######## seq_squarer ########
==> src/rtl/seq_squarer_pkg.sv <==
// Shared definitions for the sequential shift-and-add squarer:
// state encoding and counter sizing.
package seq_squarer_pkg;

  typedef enum logic [1:0] {
    IDLE = 2'b00,
    RUN  = 2'b01,
    DONE = 2'b10
  } state_t;

  // Bits needed to hold the value w itself (the initial iteration count).
  function automatic int cnt_width(input int w);
    return $clog2(w + 1);
  endfunction

endpackage

==> src/rtl/seq_squarer_prims.sv <==
// Generic datapath primitives: an N-bit adder and an N-bit 2:1 mux.
module adder_n #(
  parameter int N = 8
) (
  input  logic [N-1:0] a,
  input  logic [N-1:0] b,
  output logic [N-1:0] sum
);

  // Modulo-2^N sum; callers that need the carry widen the operands.
  assign sum = a + b;

endmodule

module mux2_n #(
  parameter int N = 8
) (
  input  logic         sel,
  input  logic [N-1:0] a,
  input  logic [N-1:0] b,
  output logic [N-1:0] y
);

  assign y = sel ? b : a;

endmodule

==> src/rtl/seq_squarer_step.sv <==
// One combinational shift-and-add iteration: conditional accumulate of the
// multiplicand and a left shift of the multiplicand.
module squarer_step #(
  parameter int W = 22
) (
  input  logic [W-1:0] acc,
  input  logic [W-1:0] mcand,
  input  logic         mplier_lsb,
  output logic [W-1:0] acc_next,
  output logic [W-1:0] mcand_next
);

  logic [W-1:0] acc_sum;

  // The carry out cannot occur for in-range operands, so a W-bit sum is exact.
  adder_n #(.N(W)) u_add (
    .a   (acc),
    .b   (mcand),
    .sum (acc_sum)
  );

  mux2_n #(.N(W)) u_sel (
    .sel (mplier_lsb),
    .a   (acc),
    .b   (acc_sum),
    .y   (acc_next)
  );

  assign mcand_next = {mcand[W-2:0], 1'b0};

endmodule

==> src/rtl/seq_squarer.sv <==
// Sequential shift-and-add squarer: accepts x, returns the exact 2*WIDTH-bit
// x*x after WIDTH cycles, with valid/ready handshakes on both sides.
module seq_squarer
  import seq_squarer_pkg::*;
#(
  parameter int WIDTH = 11
) (
  input  logic               clk,
  input  logic               rst,
  input  logic               in_valid,
  output logic               in_ready,
  input  logic [WIDTH-1:0]   x,
  output logic               out_valid,
  input  logic               out_ready,
  output logic [2*WIDTH-1:0] result
);

  localparam int RW = 2 * WIDTH;
  localparam int CW = cnt_width(WIDTH);

  state_t          state;
  state_t          next_state;
  logic [RW-1:0]   acc;
  logic [RW-1:0]   mcand;
  logic [RW-1:0]   acc_next;
  logic [RW-1:0]   mcand_next;
  logic [WIDTH-1:0] mplier;
  logic [CW-1:0]   cnt;

  squarer_step #(.W(RW)) u_step (
    .acc        (acc),
    .mcand      (mcand),
    .mplier_lsb (mplier[0]),
    .acc_next   (acc_next),
    .mcand_next (mcand_next)
  );

  // Next-state decode; the unused encoding falls back to IDLE.
  always_comb begin
    next_state = IDLE;
    case (state)
      IDLE: begin
        if (in_valid) next_state = RUN;
        else          next_state = IDLE;
      end
      RUN: begin
        if (cnt == CW'(1)) next_state = DONE;
        else               next_state = RUN;
      end
      DONE: begin
        if (out_ready) next_state = IDLE;
        else           next_state = DONE;
      end
      default: next_state = IDLE;
    endcase
  end

  always_ff @(posedge clk or posedge rst) begin
    if (rst) state <= IDLE;
    else     state <= next_state;
  end

  // Operand capture and iteration; acc is left intact after DONE so the
  // last result remains visible in IDLE.
  always_ff @(posedge clk or posedge rst) begin
    if (rst) begin
      acc    <= '0;
      mcand  <= '0;
      mplier <= '0;
      cnt    <= '0;
    end else begin
      case (state)
        IDLE: begin
          if (in_valid) begin
            acc    <= '0;
            mcand  <= {{WIDTH{1'b0}}, x};
            mplier <= x;
            cnt    <= CW'(WIDTH);
          end
        end
        RUN: begin
          acc    <= acc_next;
          mcand  <= mcand_next;
          mplier <= {1'b0, mplier[WIDTH-1:1]};
          cnt    <= cnt - CW'(1);
        end
        default: begin
          acc <= acc;
        end
      endcase
    end
  end

  assign in_ready  = (state == IDLE);
  assign out_valid = (state == DONE);
  assign result    = acc;

endmodule

==> config.mk <==
export PLATFORM = sky130hd
export DESIGN_NAME = seq_squarer
export DESIGN_NICKNAME = d
export VERILOG_FILES = /design/src/rtl/seq_squarer_pkg.sv /design/src/rtl/seq_squarer_prims.sv /design/src/rtl/seq_squarer_step.sv /design/src/rtl/seq_squarer.sv
export SDC_FILE = /design/constraint.sdc
export NUM_CORES = 1
export LEC_CHECK = 0
export CAP_MARGIN = 20
export CORE_MARGIN = 2
export CORE_UTILIZATION = 39
export CTS_CLUSTER_DIAMETER = 40
export DETAILED_ROUTE_END_ITERATION = 7
export PLACE_DENSITY_LB_ADDON = 0.15
export SLEW_MARGIN = 25
export SYNTH_ARGS = -nofsm -noshare
export SYNTH_HDL_FRONTEND = slang
export SYNTH_SLANG_ARGS = --single-unit
==> constraint.sdc <==
create_clock -name clk -period 4.73 [get_ports clk]
set_input_delay 0.946 -clock clk [delete_from_list [all_inputs] [get_ports clk]]
set_output_delay 0.946 -clock clk [all_outputs]
set_load 0.05 [all_outputs]
######## vram_arbiter_flat ########
[src/rtl/vram_arbiter_pkg.sv]
// Shared types and default sizes for the VRAM arbiter and the display controller.
package vram_arbiter_pkg;

  localparam int DEF_ADDR_W     = 13;
  localparam int DEF_DATA_W     = 16;
  localparam int DEF_STARVE_MAX = 255;

  typedef enum logic [1:0] {
    ARB_IDLE  = 2'd0,
    ARB_PEND  = 2'd1,
    ARB_ISSUE = 2'd2
  } arb_state_t;

  // Owner of the read that went to VRAM last cycle; TAG_CPU also covers idle slots.
  typedef enum logic {
    TAG_CPU = 1'b0,
    TAG_VGA = 1'b1
  } rd_tag_t;

endpackage

[src/rtl/vram_arbiter_if.sv]
// Bundle of VGA, CPU and VRAM signals around the arbiter.
interface vram_arbiter_if #(
  parameter int ADDR_W = vram_arbiter_pkg::DEF_ADDR_W,
  parameter int DATA_W = vram_arbiter_pkg::DEF_DATA_W
) ();

  logic              vga_req;
  logic [ADDR_W-1:0] vga_addr;
  logic [DATA_W-1:0] vga_data;
  logic              vga_valid;

  logic              cpu_rd;
  logic              cpu_wr;
  logic [ADDR_W-1:0] cpu_addr;
  logic [DATA_W-1:0] cpu_wdata;
  logic [DATA_W-1:0] cpu_rdata;
  logic              cpu_ready;
  logic              cpu_starved;

  logic [ADDR_W-1:0] mem_addr;
  logic              mem_we;
  logic [DATA_W-1:0] mem_wdata;
  logic [DATA_W-1:0] mem_rdata;

  // The arbiter itself.
  modport slave (
    input  vga_req, vga_addr, cpu_rd, cpu_wr, cpu_addr, cpu_wdata, mem_rdata,
    output vga_data, vga_valid, cpu_rdata, cpu_ready, cpu_starved,
           mem_addr, mem_we, mem_wdata
  );

  // The clients and the VRAM block around it.
  modport master (
    output vga_req, vga_addr, cpu_rd, cpu_wr, cpu_addr, cpu_wdata, mem_rdata,
    input  vga_data, vga_valid, cpu_rdata, cpu_ready, cpu_starved,
           mem_addr, mem_we, mem_wdata
  );

endinterface

[src/rtl/vram_arbiter.sv]
// Shares the single-port VRAM between VGA scan-out (absolute priority) and
// CPU accesses, which are latched and slotted into cycles VGA leaves free.
module vram_arbiter
  import vram_arbiter_pkg::*;
#(
  parameter int ADDR_W     = DEF_ADDR_W,
  parameter int DATA_W     = DEF_DATA_W,
  parameter int STARVE_MAX = DEF_STARVE_MAX
) (
  input  logic           clk,
  input  logic           rst_n,
  vram_arbiter_if.slave  bus
);

  localparam int CNT_W = $clog2(STARVE_MAX + 1);

  arb_state_t        state, state_next;
  rd_tag_t           rd_tag;
  logic              op_wr;
  logic [ADDR_W-1:0] lat_addr;
  logic [DATA_W-1:0] lat_wdata;
  logic [CNT_W-1:0]  wait_cnt;
  logic              starved_q;
  logic [DATA_W-1:0] vga_data_q;
  logic [DATA_W-1:0] cpu_rdata_q;
  logic              cpu_accept;
  logic              cpu_grant;
  logic              cpu_capture;

  // Grant decision: VGA always owns the port when it asks; the CPU only gets it from PEND.
  always_comb begin
    state_next    = state;
    cpu_accept    = 1'b0;
    cpu_grant     = 1'b0;
    bus.cpu_ready = 1'b0;
    bus.mem_addr  = '0;
    bus.mem_we    = 1'b0;
    bus.mem_wdata = '0;

    case (state)
      ARB_IDLE: begin
        if (bus.cpu_rd || bus.cpu_wr) begin
          cpu_accept = 1'b1;
          state_next = ARB_PEND;
        end
      end
      ARB_PEND: begin
        if (!bus.vga_req) begin
          cpu_grant  = 1'b1;
          state_next = ARB_ISSUE;
        end
      end
      ARB_ISSUE: begin
        bus.cpu_ready = 1'b1;
        state_next    = ARB_IDLE;
      end
      default: state_next = ARB_IDLE;
    endcase

    if (bus.vga_req) begin
      bus.mem_addr = bus.vga_addr;
    end else if (cpu_grant) begin
      bus.mem_addr  = lat_addr;
      bus.mem_we    = op_wr;
      bus.mem_wdata = lat_wdata;
    end
  end

  // ISSUE always follows a CPU-owned slot, so the tag can never also point at VGA here.
  assign cpu_capture = (state == ARB_ISSUE) && !op_wr;

  always_ff @(posedge clk or negedge rst_n) begin
    if (!rst_n) begin
      state       <= ARB_IDLE;
      rd_tag      <= TAG_CPU;
      op_wr       <= 1'b0;
      lat_addr    <= '0;
      lat_wdata   <= '0;
      wait_cnt    <= '0;
      starved_q   <= 1'b0;
      vga_data_q  <= '0;
      cpu_rdata_q <= '0;
    end else begin
      state  <= state_next;
      rd_tag <= bus.vga_req ? TAG_VGA : TAG_CPU;

      if (cpu_accept) begin
        op_wr     <= bus.cpu_wr;
        lat_addr  <= bus.cpu_addr;
        lat_wdata <= bus.cpu_wdata;
        wait_cnt  <= '0;
      end else if ((state == ARB_PEND) && bus.vga_req) begin
        if (wait_cnt < CNT_W'(STARVE_MAX)) begin
          wait_cnt <= wait_cnt + 1'b1;
        end
        if (wait_cnt >= CNT_W'(STARVE_MAX - 1)) begin
          starved_q <= 1'b1;
        end
      end

      if (rd_tag == TAG_VGA) begin
        vga_data_q <= bus.mem_rdata;
      end
      if (cpu_capture) begin
        cpu_rdata_q <= bus.mem_rdata;
      end
    end
  end

  // Read data is bypassed in its delivery cycle and held in the registers afterwards.
  assign bus.vga_valid   = (rd_tag == TAG_VGA);
  assign bus.vga_data    = (rd_tag == TAG_VGA) ? bus.mem_rdata : vga_data_q;
  assign bus.cpu_rdata   = cpu_capture ? bus.mem_rdata : cpu_rdata_q;
  assign bus.cpu_starved = starved_q;

endmodule

[src/flat_wrapper.sv]
// flat-port wrapper written by rule: the top's interface ports become plain ports
module vram_arbiter_flat import vram_arbiter_pkg::*;
#(
  parameter int ADDR_W     = DEF_ADDR_W,
  parameter int DATA_W     = DEF_DATA_W,
  parameter int STARVE_MAX = DEF_STARVE_MAX
)
  (clk, rst_n, bus_vga_req, bus_vga_addr, bus_cpu_rd, bus_cpu_wr, bus_cpu_addr, bus_cpu_wdata, bus_mem_rdata, bus_vga_data, bus_vga_valid, bus_cpu_rdata, bus_cpu_ready, bus_cpu_starved, bus_mem_addr, bus_mem_we, bus_mem_wdata);
  vram_arbiter_if #(.ADDR_W(ADDR_W), .DATA_W(DATA_W)) bus_i ();
  input  logic clk;
  input  logic rst_n;
  input wire logic [$bits(bus_i.vga_req)-1:0] bus_vga_req;
  input wire logic [$bits(bus_i.vga_addr)-1:0] bus_vga_addr;
  input wire logic [$bits(bus_i.cpu_rd)-1:0] bus_cpu_rd;
  input wire logic [$bits(bus_i.cpu_wr)-1:0] bus_cpu_wr;
  input wire logic [$bits(bus_i.cpu_addr)-1:0] bus_cpu_addr;
  input wire logic [$bits(bus_i.cpu_wdata)-1:0] bus_cpu_wdata;
  input wire logic [$bits(bus_i.mem_rdata)-1:0] bus_mem_rdata;
  output wire logic [$bits(bus_i.vga_data)-1:0] bus_vga_data;
  output wire logic [$bits(bus_i.vga_valid)-1:0] bus_vga_valid;
  output wire logic [$bits(bus_i.cpu_rdata)-1:0] bus_cpu_rdata;
  output wire logic [$bits(bus_i.cpu_ready)-1:0] bus_cpu_ready;
  output wire logic [$bits(bus_i.cpu_starved)-1:0] bus_cpu_starved;
  output wire logic [$bits(bus_i.mem_addr)-1:0] bus_mem_addr;
  output wire logic [$bits(bus_i.mem_we)-1:0] bus_mem_we;
  output wire logic [$bits(bus_i.mem_wdata)-1:0] bus_mem_wdata;
  assign bus_i.vga_req = bus_vga_req;
  assign bus_i.vga_addr = bus_vga_addr;
  assign bus_i.cpu_rd = bus_cpu_rd;
  assign bus_i.cpu_wr = bus_cpu_wr;
  assign bus_i.cpu_addr = bus_cpu_addr;
  assign bus_i.cpu_wdata = bus_cpu_wdata;
  assign bus_i.mem_rdata = bus_mem_rdata;
  assign bus_vga_data = bus_i.vga_data;
  assign bus_vga_valid = bus_i.vga_valid;
  assign bus_cpu_rdata = bus_i.cpu_rdata;
  assign bus_cpu_ready = bus_i.cpu_ready;
  assign bus_cpu_starved = bus_i.cpu_starved;
  assign bus_mem_addr = bus_i.mem_addr;
  assign bus_mem_we = bus_i.mem_we;
  assign bus_mem_wdata = bus_i.mem_wdata;
  vram_arbiter #(.ADDR_W(ADDR_W), .DATA_W(DATA_W), .STARVE_MAX(STARVE_MAX)) u_core (.clk(clk), .rst_n(rst_n), .bus(bus_i));
endmodule
[config.mk]
export PLATFORM = sky130hd
export DESIGN_NAME = vram_arbiter_flat
export DESIGN_NICKNAME = d
export VERILOG_FILES = /design/src/rtl/vram_arbiter_pkg.sv /design/src/rtl/vram_arbiter_if.sv /design/src/rtl/vram_arbiter.sv /design/src/flat_wrapper.sv
export SDC_FILE = /design/constraint.sdc
export NUM_CORES = 1
export LEC_CHECK = 0
export ABC_AREA = 0
export CAP_MARGIN = 10
export CORE_ASPECT_RATIO = 2
export CORE_MARGIN = 1.5
export CORE_UTILIZATION = 44
export CTS_CLUSTER_DIAMETER = 120
export DETAILED_ROUTE_END_ITERATION = 10
export PLACE_DENSITY = 0.8
export SLEW_MARGIN = 20
export SYNTH_ARGS = -nofsm -noshare
export SYNTH_HDL_FRONTEND = slang
export SYNTH_SLANG_ARGS = --single-unit
[constraint.sdc]
create_clock -name clk -period 1.8 [get_ports clk]
set_input_delay 0.36 -clock clk [delete_from_list [all_inputs] [get_ports clk]]
set_output_delay 0.36 -clock clk [all_outputs]
set_load 0.02 [all_outputs]
######## cylon_gen_flat ########
==> src/rtl/cylon_gen_if.sv <==
// cylon_gen_if: control and LED output bundle for cylon_gen.
//   enable  run/freeze control (master -> slave)
//   rate    prescaler increment minus one (master -> slave)
//   mode    pattern select, 0..3 (master -> slave)
//   q       registered LED pattern, bit 0 = first LED (slave -> master)
//   step    one-clock pulse on each pattern advance (slave -> master)
interface cylon_gen_if #(
  parameter int WIDTH  = 12,
  parameter int MXRATE = 2
);
  logic              enable;
  logic [MXRATE-1:0] rate;
  logic [1:0]        mode;
  logic [WIDTH-1:0]  q;
  logic              step;

  modport master (output enable, rate, mode, input  q, step);
  modport slave  (input  enable, rate, mode, output q, step);
endinterface

==> src/rtl/cylon_gen.sv <==
// cylon_gen: front-panel LED sequence generator.
// Drives WIDTH LEDs with one of four run-time patterns, stepped at a rate set
// by a carry-out prescaler: single-eye bounce, mirrored two-eye bounce,
// walking wrap and all-LED blink.
// Ports:
//   clock  fabric clock, all logic on posedge
//   reset  synchronous, active-high
//   bus    cylon_gen_if slave: enable, rate, mode in; q, step out
module cylon_gen #(
  parameter int WIDTH  = 12,
  parameter int MXPRE  = 21,
  parameter int MXRATE = 2
) (
  input  logic        clock,
  input  logic        reset,
  cylon_gen_if.slave  bus
);

  localparam int PW = $clog2(WIDTH);
  localparam logic [PW-1:0] LIM_FULL = PW'(WIDTH - 1);
  localparam logic [PW-1:0] LIM_HALF = PW'((WIDTH + 1) / 2 - 1);

  typedef enum logic [1:0] {
    MODE_SINGLE = 2'd0,
    MODE_MIRROR = 2'd1,
    MODE_WALK   = 2'd2,
    MODE_BLINK  = 2'd3
  } mode_e;

  typedef enum logic {
    DIR_UP   = 1'b0,
    DIR_DOWN = 1'b1
  } dir_e;

  logic [MXPRE-1:0] presc;
  logic [MXPRE:0]   presc_sum;
  logic             tick;
  logic             mode_chg;
  mode_e            mode_in;
  mode_e            mode_r;
  dir_e             dir;
  logic             phase;
  logic [PW-1:0]    pos;
  logic [PW-1:0]    lim;
  logic             tick_pend;
  logic [WIDTH-1:0] pattern;
  logic [WIDTH-1:0] q_r;
  logic             step_r;

  assign mode_in = mode_e'(bus.mode);
  assign mode_chg = (mode_in != mode_r);

  // The step rate comes from the carry out of the accumulator rather than an
  // equality compare, so any increment (including non powers of two) ticks.
  assign presc_sum = {1'b0, presc} + (MXPRE+1)'(bus.rate) + (MXPRE+1)'(1);
  assign tick = bus.enable & presc_sum[MXPRE];

  // Bounce turning point: half-width in mirrored mode since the two eyes meet
  // in the middle, full width otherwise.
  assign lim = (mode_r == MODE_MIRROR) ? LIM_HALF : LIM_FULL;

  always_comb begin
    pattern = '0;
    unique case (mode_r)
      MODE_BLINK: pattern = phase ? '1 : '0;
      MODE_MIRROR: begin
        for (int unsigned i = 0; i < WIDTH; i++) begin
          if ((PW'(i) == pos) || (PW'(WIDTH - 1 - i) == pos))
            pattern[i] = 1'b1;
        end
      end
      default: begin
        for (int unsigned i = 0; i < WIDTH; i++) begin
          if (PW'(i) == pos)
            pattern[i] = 1'b1;
        end
      end
    endcase
  end

  // State moves on a tick; q follows one clock later from the settled state,
  // so step is the tick delayed by one clock to line up with the q change.
  // A mode change restarts the sequence and swallows any coincident tick.
  always_ff @(posedge clock) begin
    if (reset) begin
      presc     <= '0;
      pos       <= '0;
      dir       <= DIR_UP;
      phase     <= 1'b0;
      mode_r    <= mode_in;
      tick_pend <= 1'b0;
      q_r       <= '0;
      step_r    <= 1'b0;
    end else begin
      mode_r    <= mode_in;
      q_r       <= pattern;
      step_r    <= tick_pend;
      tick_pend <= tick & ~mode_chg;

      if (bus.enable)
        presc <= presc_sum[MXPRE-1:0];

      if (mode_chg) begin
        pos   <= '0;
        dir   <= DIR_UP;
        phase <= 1'b0;
      end else if (tick) begin
        unique case (mode_r)
          MODE_SINGLE, MODE_MIRROR: begin
            // A zero limit (two LEDs, mirrored) keeps both eyes parked.
            if (dir == DIR_UP) begin
              if (pos >= lim) begin
                dir <= DIR_DOWN;
                pos <= (lim == '0) ? '0 : lim - PW'(1);
              end else begin
                pos <= pos + PW'(1);
              end
            end else begin
              if (pos == '0) begin
                dir <= DIR_UP;
                pos <= (lim == '0) ? '0 : PW'(1);
              end else begin
                pos <= pos - PW'(1);
              end
            end
          end
          MODE_WALK: begin
            dir <= DIR_UP;
            pos <= (pos >= LIM_FULL) ? '0 : pos + PW'(1);
          end
          MODE_BLINK: begin
            phase <= ~phase;
          end
        endcase
      end
    end
  end

  assign bus.q    = q_r;
  assign bus.step = step_r;

endmodule

==> src/flat_wrapper.sv <==
// flat-port wrapper written by rule: the top's interface ports become plain ports
module cylon_gen_flat 
#(
  parameter int WIDTH  = 12,
  parameter int MXPRE  = 21,
  parameter int MXRATE = 2
)
  (clock, reset, bus_enable, bus_rate, bus_mode, bus_q, bus_step);
  cylon_gen_if #(.WIDTH(WIDTH), .MXRATE(MXRATE)) bus_i ();
  input  logic clock;
  input  logic reset;
  input wire logic [$bits(bus_i.enable)-1:0] bus_enable;
  input wire logic [$bits(bus_i.rate)-1:0] bus_rate;
  input wire logic [$bits(bus_i.mode)-1:0] bus_mode;
  output wire logic [$bits(bus_i.q)-1:0] bus_q;
  output wire logic [$bits(bus_i.step)-1:0] bus_step;
  assign bus_i.enable = bus_enable;
  assign bus_i.rate = bus_rate;
  assign bus_i.mode = bus_mode;
  assign bus_q = bus_i.q;
  assign bus_step = bus_i.step;
  cylon_gen #(.WIDTH(WIDTH), .MXPRE(MXPRE), .MXRATE(MXRATE)) u_core (.clock(clock), .reset(reset), .bus(bus_i));
endmodule
==> config.mk <==
export PLATFORM = sky130hd
export DESIGN_NAME = cylon_gen_flat
export DESIGN_NICKNAME = d
export VERILOG_FILES = /design/src/rtl/cylon_gen_if.sv /design/src/rtl/cylon_gen.sv /design/src/flat_wrapper.sv
export SDC_FILE = /design/constraint.sdc
export NUM_CORES = 1
export LEC_CHECK = 0
export ABC_AREA = 1
export CAP_MARGIN = 10
export CORE_MARGIN = 3
export CORE_UTILIZATION = 23
export DETAILED_ROUTE_END_ITERATION = 8
export HOLD_SLACK_MARGIN = 0.08
export PLACE_DENSITY = 0.49
export RECOVER_POWER = 100
export SYNTH_ARGS = -nofsm -noshare
export SYNTH_HDL_FRONTEND = slang
export SYNTH_SLANG_ARGS = --single-unit
==> constraint.sdc <==
create_clock -name clock -period 1.7 [get_ports clock]
set_clock_uncertainty 0.05 [all_clocks]
set_input_delay 0.255 -clock clock [delete_from_list [all_inputs] [get_ports clock]]
set_output_delay 0.255 -clock clock [all_outputs]
set_load 0.1 [all_outputs]
######## alu_issue_reg ########
### src/rtl/alu_issue_reg.sv
// alu_issue_reg: one-entry ID/EX register in front of the 32-bit ALU.
// Captures decoded operands and maps ALUOp/funct to the ALU 4-bit operation code.
// The outputs are presented to the ALU under a valid/ready handshake, with stall
// and flush support.
// Optional feature: define ALU_FORWARD_EN to add EX/MEM and MEM/WB operand forwarding.
module alu_issue_reg (
    input  logic        clk,
    input  logic        reset,
    input  logic        in_valid,
    output logic        in_ready,
    input  logic [1:0]  in_aluop,
    input  logic [5:0]  in_funct,
    input  logic        in_alusrc,
    input  logic [4:0]  in_rs,
    input  logic [4:0]  in_rt,
    input  logic [31:0] in_rs_data,
    input  logic [31:0] in_rt_data,
    input  logic [31:0] in_imm,
    input  logic        flush,
    output logic        out_valid,
    input  logic        out_ready,
    output logic [31:0] data_a,
    output logic [31:0] data_b,
    output logic [3:0]  operation,
    output logic [31:0] store_data,
    output logic        illegal
`ifdef ALU_FORWARD_EN
    ,
    input  logic        exmem_regwrite,
    input  logic [4:0]  exmem_rd,
    input  logic [31:0] exmem_result,
    input  logic        memwb_regwrite,
    input  logic [4:0]  memwb_rd,
    input  logic [31:0] memwb_result
`endif
);

    // Returns {illegal, operation}; unsupported encodings map to 1111, which the ALU turns into 0.
    function automatic logic [4:0] f_decode(input logic [1:0] aluop, input logic [5:0] funct);
        logic [4:0] res;
        res = 5'b1_1111;
        case (aluop)
            2'b00: res = 5'b0_0010;
            2'b01: res = 5'b0_0110;
            2'b10: begin
                case (funct)
                    6'b100000: res = 5'b0_0010;
                    6'b100010: res = 5'b0_0110;
                    6'b100100: res = 5'b0_0000;
                    6'b100101: res = 5'b0_0001;
                    6'b101010: res = 5'b0_0111;
                    6'b100111: res = 5'b0_1100;
                    default:   res = 5'b1_1111;
                endcase
            end
            default: res = 5'b1_1111;
        endcase
        return res;
    endfunction

    logic        r_vld_p1;
    logic [3:0]  r_op_p1;
    logic        r_illegal_p1;
    logic        r_alusrc_p1;
    logic [31:0] r_rs_data_p1;
    logic [31:0] r_rt_data_p1;
    logic [31:0] r_imm_p1;
    logic        w_load;
    logic [4:0]  w_dec;
    logic [31:0] w_rs_opnd;
    logic [31:0] w_rt_opnd;

    assign in_ready = !r_vld_p1 || out_ready;
    assign w_load   = in_valid && in_ready;
    assign w_dec    = f_decode(in_aluop, in_funct);

    // ---- p0 -> p1: capture the decode-stage instruction; flush wins over load ----
`ifdef ALU_FORWARD_EN
    logic [4:0] r_rs_p1;
    logic [4:0] r_rt_p1;

    // Source register numbers are only needed to match against forwarding destinations.
    always_ff @(posedge clk or posedge reset) begin
        if (reset) begin
            r_rs_p1 <= '0;
            r_rt_p1 <= '0;
        end else if (!flush && w_load) begin
            r_rs_p1 <= in_rs;
            r_rt_p1 <= in_rt;
        end
    end
`else
    logic [9:0] w_unused_regs;
    assign w_unused_regs = {in_rs, in_rt};
`endif

    // Holds the instruction; a stall leaves everything in place, a drain or flush only clears valid.
    always_ff @(posedge clk or posedge reset) begin
        if (reset) begin
            r_vld_p1     <= 1'b0;
            r_op_p1      <= 4'b0000;
            r_illegal_p1 <= 1'b0;
            r_alusrc_p1  <= 1'b0;
            r_rs_data_p1 <= '0;
            r_rt_data_p1 <= '0;
            r_imm_p1     <= '0;
        end else if (flush) begin
            r_vld_p1     <= 1'b0;
        end else if (w_load) begin
            r_vld_p1     <= 1'b1;
            r_op_p1      <= w_dec[3:0];
            r_illegal_p1 <= w_dec[4];
            r_alusrc_p1  <= in_alusrc;
            r_rs_data_p1 <= in_rs_data;
            r_rt_data_p1 <= in_rt_data;
            r_imm_p1     <= in_imm;
        end else if (out_ready) begin
            r_vld_p1     <= 1'b0;
        end
    end

`ifdef ALU_FORWARD_EN
    // Newest producer wins: EX/MEM over MEM/WB over the held register file data; r0 never forwards.
    function automatic logic [31:0] f_fwd(input logic [4:0] rsrc, input logic [31:0] held,
                                          input logic ex_we, input logic [4:0] ex_rd,
                                          input logic [31:0] ex_res, input logic wb_we,
                                          input logic [4:0] wb_rd, input logic [31:0] wb_res);
        logic [31:0] val;
        val = held;
        if (ex_we && ex_rd != 5'd0 && ex_rd == rsrc)
            val = ex_res;
        else if (wb_we && wb_rd != 5'd0 && wb_rd == rsrc)
            val = wb_res;
        return val;
    endfunction

    // Operand selection is combinational so late results reach an instruction held during a stall.
    always_comb begin
        w_rs_opnd = f_fwd(r_rs_p1, r_rs_data_p1, exmem_regwrite, exmem_rd, exmem_result,
                          memwb_regwrite, memwb_rd, memwb_result);
        w_rt_opnd = f_fwd(r_rt_p1, r_rt_data_p1, exmem_regwrite, exmem_rd, exmem_result,
                          memwb_regwrite, memwb_rd, memwb_result);
    end
`else
    // Without forwarding, hazards are resolved upstream and held data is used directly.
    always_comb begin
        w_rs_opnd = r_rs_data_p1;
        w_rt_opnd = r_rt_data_p1;
    end
`endif

    assign out_valid  = r_vld_p1;
    assign operation  = r_op_p1;
    assign illegal    = r_illegal_p1;
    assign data_a     = w_rs_opnd;
    assign store_data = w_rt_opnd;
    assign data_b     = r_alusrc_p1 ? r_imm_p1 : w_rt_opnd;

endmodule

### config.mk
export PLATFORM = sky130hd
export DESIGN_NAME = alu_issue_reg
export DESIGN_NICKNAME = d
export VERILOG_FILES = /design/src/rtl/alu_issue_reg.sv
export SDC_FILE = /design/constraint.sdc
export NUM_CORES = 1
export LEC_CHECK = 0
export CAP_MARGIN = 20
export CELL_PAD_IN_SITES_DETAIL_PLACEMENT = 1
export CELL_PAD_IN_SITES_GLOBAL_PLACEMENT = 2
export CORE_MARGIN = 3
export CORE_UTILIZATION = 29
export DETAILED_ROUTE_END_ITERATION = 7
export GPL_TIMING_DRIVEN = 0
export PLACE_DENSITY_LB_ADDON = 0.1
export SETUP_SLACK_MARGIN = 0.5
export SLEW_MARGIN = 25
export SYNTH_ARGS = -nofsm -noshare
export SYNTH_HDL_FRONTEND = slang
export SYNTH_SLANG_ARGS = --single-unit
### constraint.sdc
create_clock -name clk -period 5.69 [get_ports clk]
set_clock_uncertainty 0.2 [all_clocks]
set_input_delay 1.4225 -clock clk [delete_from_list [all_inputs] [get_ports clk]]
set_output_delay 1.4225 -clock clk [all_outputs]
set_load 0.005 [all_outputs]
seq_squarer, cells by drive strength:
Drawn at 4 px/µm.
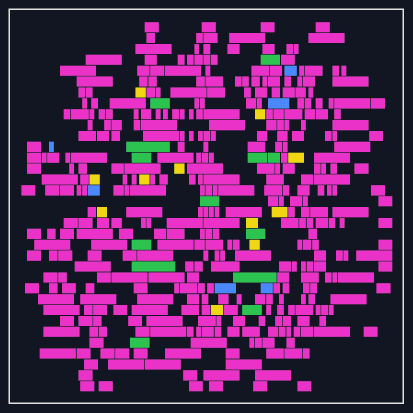
[x6 and larger] green | cells: 13 | share: 3.2% | most used: clkbuf_8
[x2] blue | cells: 6 | share: 1.5% | most used: a21oi_2
[x3 and x4] yellow | cells: 11 | share: 2.7% | most used: buf_4
[x1 and smaller] magenta | cells: 373 | share: 93%
bufs w/o clock: 43
Layout area overhead: 21.1%
Final Cell Area: 0.00419 mm²
PnR worst setup slack: 1.67 ns

==> out/metrics.csv, seq_squarer <==
metric,value,unit
status,finished clean,
CP Capture Type,output port,
Reg power frac,28.6,%
ao+oa area frac,22.8,%
Crit Path Class,flip-flop to output port,
vias per cell,5.42,
hold endpoint,cnt[2],
tool warnings,27,
Adder Area Share,8.91,%
Init Core Util,40.0,%
pre-CTS setup slack,1.77,ns
Synth area leaders,"dfrtp_1, ha_1, nand2_1, a221o_1, o21ai_1",
Die Ht,98.1,µm
worst-case clock buffer depth,2,
period utilization,64.7,%
"Cell Area, Synth",0.00346,mm²
metal2 WL,3460,µm
synth warn,0,
Fin. Hold Viols,0,
DP HPWL,5610,µm
==> seq_squarer: worst max-delay path: cells and delay by family (launching register included) <==
family,cells,cell delay [ns]
buffers and inverters,1,0.92
flip-flops,1,0.41
AND/OR/NAND/NOR,1,0.46
==> seq_squarer: cell type report <==
type / instances / share of cell area [%]
multi-input cells: 273 / 43.5
flip-flops and latches: 61 / 36.5
repair buffers: 43 / 9.99
well taps: 108 / 3.23
clock buffers: 9 / 2.96
clock inverters: 7 / 2.93
inverters: 10 / 0.897
==> seq_squarer: state kept, by name, summed over array words and instances (netlist names) <==
signal	flops
mcand	22
cnt	4
state	2
mplier	11
result	22
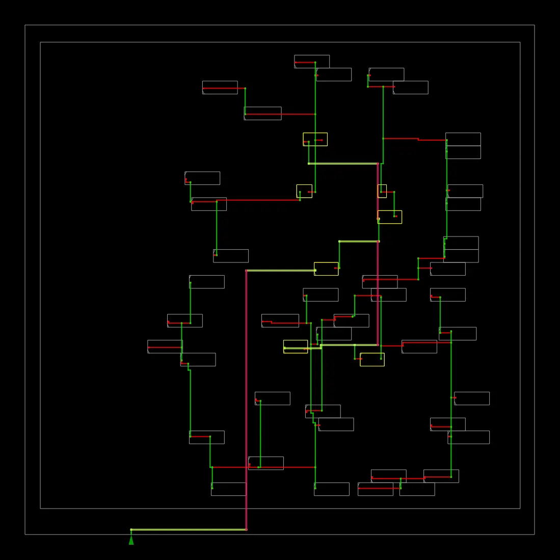
cylon_gen_flat: clock nets
CLK BUF: 5
seq_cells: 43
Num Clock Sinks: 43
P_clk: 0.000666 W
clock latency (worst-skew pair): 0.31 ns

cylon_gen_flat, sequential cells colored by netlist name:
Drawn at 4 px/µm. Other sequential cells in the stronger gray, the rest of the logic in the fainter gray.
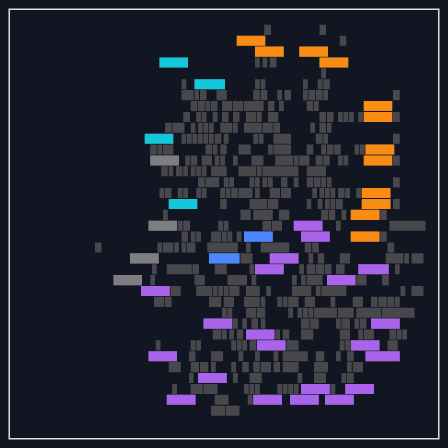
[u_core.mode_r] blue | placed flops: 2
[u_core.presc] purple | placed flops: 21
[u_core.bus.q] orange | placed flops: 12
[u_core.pos] cyan | placed flops: 4 | where: top center
Sequential Area: 868 µm²
sequential cell power: 0.00103 W
flop share of the area: 28.4%

==> out/metrics.csv, cylon_gen_flat <==
metric,value,unit
status,"complete, but fails checks",
total power,0.00187,W
input/output buffers,19,
root buf cell,clkbuf_8,
GR peak layer,met2,
total track usage,10.4,%
Clk network pwr share,35.6,%
hold endpoint,u_core.bus.step,
die width,107,µm
Fin. Hold Viols,0,
Max Slew Vio Count,0,
Antenna Violating Nets Remaining,0,
fill count,1045,
core area,0.00986,mm²
number of synthesized flops with an enable pin,0,
Syn Inst Count,339,
PnR worst setup slack,-0.00725,ns
most common cell in the netlist,nand2_1,
failing checks,setup timing,
Largest register FFs,21,
total negative setup slack,-0.0121,ns
Finish-stage setup viols,2,
Final Cell Area,0.00306,mm²
Post-synth seq share,36.7,%
yosys stat area,0.00234,mm²
cylon_gen_flat: cell type report:
class,instances,area (µm²),share of cell area (%)
sequential,43,868,28.4
inverter,54,203,6.63
clock buffer,5,68.8,2.25
tap,133,166,5.44
clock inverter,2,13.8,0.450
multi-input combinational,235,1360,44.3
timing repair buffer,53,383,12.5
cylon_gen_flat: tightest hold or removal path: cells and delay by family (launching register included):
| family | cells | cell delay (ns) |
|---|---|---|
| AND/OR/NAND/NOR | 1 | 0.03 |
| flip-flops | 1 | 0.31 |
| buffers and inverters | 1 | 0.04 |
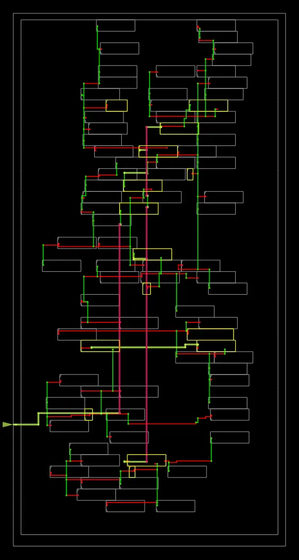
vram_arbiter_flat: clock nets
Num CTS Buffers: 9
Num Clock Sinks: 74

==> out/metrics.csv, vram_arbiter_flat <==
metric,value,unit
GRT met3 Usage,5.32,%
LEAKAGE,2.66,nW
status,"complete, but fails checks",
GR peak layer,met2,
comb pwr,0.00415,W
Finish-stage setup viols,54,
PnR worst setup slack,-0.241,ns
number of synthesized flops with an enable pin,0,
Clock-cell share,5.10,%
Layout area overhead,67.0,%
Max Slew Vio Count,0,
top cell family by delay on the critical path,flip-flops,
chip area,0.00821,mm²
final routed DRC violation total,0,
failing checks,setup timing,
DR pass1 iterations,4,
total negative setup slack,-9.65,ns
top cells by count,"dfrtp_1, mux2_4, mux2_2, and2_1, a22o_1",
routed wl met3,697,µm
worst-path fanout max,8,
input/output buffers,127,
Post-Route WL,8860,µm
bufs w/o clock,179,
Synth area leaders,"dfrtp_1, mux2_4, mux2_2, and2_1, a22o_1",
-- vram_arbiter_flat: how the worst max path moves through the flow --
stage                    startpoint                 to  slack (ns)  cells after the start
global placement        bus_vga_req    bus_mem_addr[9]       -0.56                      5
floorplan           u_core.state[1]  bus_cpu_rdata[10]        0.07                      5
global route        u_core.state[1]   bus_cpu_rdata[4]       -0.28                      5
finish              u_core.state[1]  bus_cpu_rdata[13]       -0.24                      5
detailed placement      bus_vga_req         bus_mem_we       -0.57                      5
CTS                 u_core.state[1]  bus_cpu_rdata[13]       -0.35                      6
alu_issue_reg, metal 3:
Drawn at 4 px/µm.
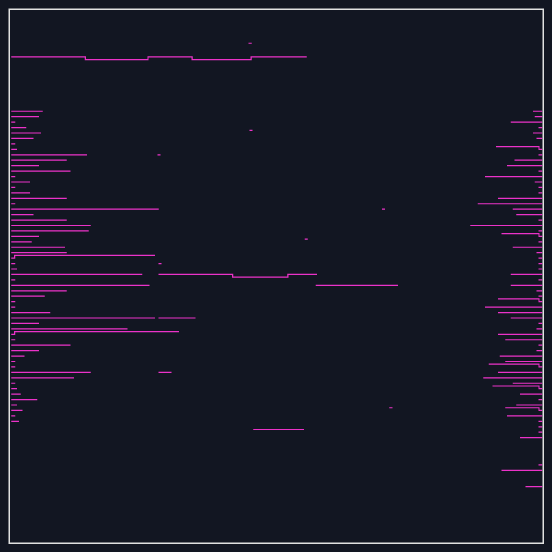
main direction: horizontal
share of all routed wire: 8.3%
longest straight run: 40.9 µm
nets with wire on the layer: 125
Post-Route WL: 13200 µm
GRT met3 Usage: 5.74%
Vias: 3173

==> out/metrics.csv, alu_issue_reg <==
metric,value,unit
total track usage,15.0,%
Synth flops,103,
Synth area leaders,"dfrtp_1, mux2_4, mux2_2, buf_8, inv_1",
clock transition at the registers of the reported paths,0.07,ns
routability cong.,0.732,
CP arrival,2.55,ns
actual transition at the worst max-transition pin,0.561,ns
P_clk,0.000642,W
P_sw,0.000560,W
"FFs w/ async S/R, synth",100,%
Floorplan Nets,398,
Max VDD drop,144,µV
CP Capture Type,output port,
sequential cell power,0.000930,W
total grt overflow,0,
critical path's largest stage delay,0.51,ns
top cells by count,"dfrtp_1, mux2_4, mux2_2, inv_1, buf_8",
HP Class,flip-flop to flip-flop,
Crit Path Class,primary input to output port,
top cell family by delay on the critical path,buffers and inverters,
critical-path cell list,clkdlybuf4s50_1 -> nand2b_4 -> clkdlybuf4s50_1,
wire length per cell,18.4,µm
Top cells excl fill/tap,"clkdlybuf4s50_1, dfrtp_1, mux2_4, mux2_2, clkbuf_16",
routed wl met3,1090,µm
status,finished clean,
Sw Ratio,24.4,%
PnR worst setup slack,1.52,ns
Num CTS Buffers,9,
first-pass GRT wire length,20900,µm
DP Area,0.00710,mm²
worst-case clock buffer depth,2,
Power Density,310,mW/mm²
"Slowest-stage cell, CP",clkdlybuf4s50_1,
CLK BUF,12,
core area,0.0155,mm²
fill count,1552,
Antenna Violating Nets Remaining,0,
yosys stat area,0.00468,mm²
I/O pin cnt,223,
largest net degree at the start of global routing,65,
Post-CTS Resized,0,
Nets,622,
Clk network pwr share,27.9,%
Comb area share,25.9,%
Die Ht,133,µm
-- alu_issue_reg: logic make-up after synthesis --
family | count (synthesis) | synth area share, %
muxes | 131 | 37.6
DFF | 103 | 55.0
buffers and inverters | 23 | 3.98
AOI/OAI and AO/OA | 12 | 1.79
and+or+nand+nor | 9 | 1.63
-- alu_issue_reg: worst paths after layout --
path	end	slack, ns	depth (start not counted)
worst min-delay path	r_imm_p1[21]	0.30	1
max in group asynchronous	r_imm_p1[26]	3.39	3
worst max register to register	store_data[29]	3.97	5
worst min register to register	r_imm_p1[21]	0.30	1
min in group asynchronous	store_data[8]	1.26	2
worst max-delay path	in_ready	1.52	3


==> screenshots <==
Wiring heat map.
panel A
Drawn at 4 px/µm. The die is cut into 13 by 25 equal tiles; black is low, pale yellow is high, scaled to the fullest tile. Values are wire area over tile area, all layers added.
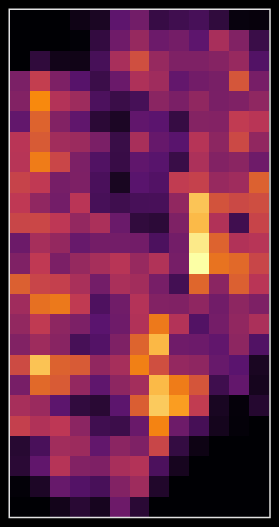
panel B
Drawn at 4 px/µm. The die is cut into 21 by 21 equal tiles; black is low, pale yellow is high, scaled to the fullest tile. Values are wire area over tile area, all layers added.
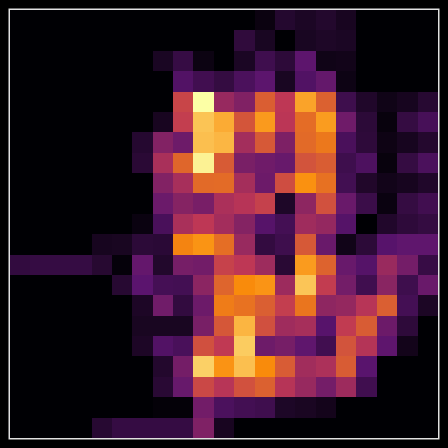
panel C
Drawn at 3 px/µm. The die is cut into 27 by 27 equal tiles; black is low, pale yellow is high, scaled to the fullest tile. Values are wire area over tile area, all layers added.
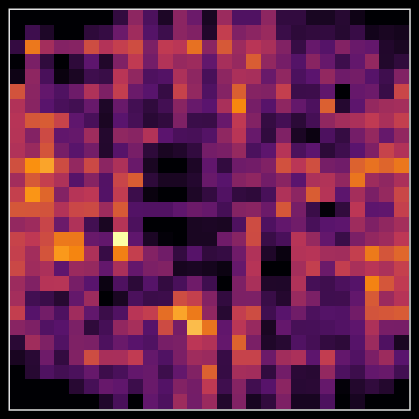
panel D
Drawn at 4 px/µm. The die is cut into 20 by 20 equal tiles; black is low, pale yellow is high, scaled to the fullest tile. Values are wire area over tile area, all layers added.
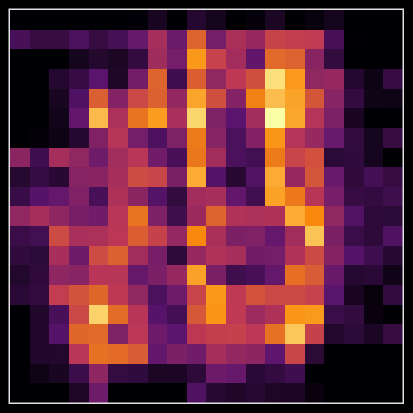
- vram_arbiter_flat = panel A
- seq_squarer = panel D
- cylon_gen_flat = panel B
- alu_issue_reg = panel C
The one with the largest die is panel C.

Key to panel D:
nearly empty tiles: 15%
tiles over half the peak: 22%
mean over tiles: 0.13
densest ninth of the die: top center


## Gallery

Sequential cells colored by netlist name.
image #1
Drawn at 4 px/µm. Other sequential cells in the stronger gray, the rest of the logic in the fainter gray.
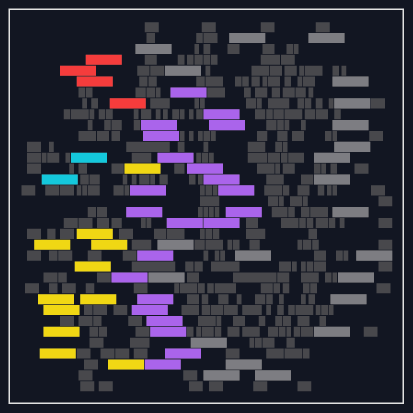
image #2
Drawn at 4 px/µm. Other sequential cells in the stronger gray, the rest of the logic in the fainter gray.
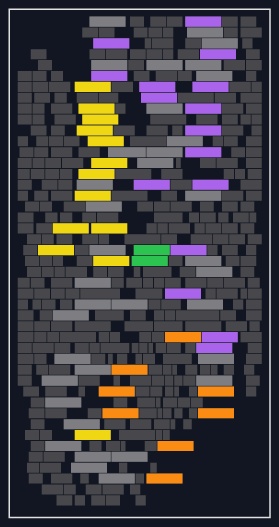
image #3
Drawn at 3 px/µm. Other sequential cells in the stronger gray, the rest of the logic in the fainter gray.
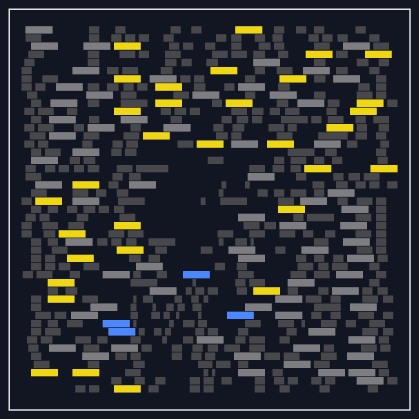
image #2: vram_arbiter_flat
image #3: alu_issue_reg
image #1: seq_squarer

Power figures rest on the tool's default switching activity, not on a simulated workload.
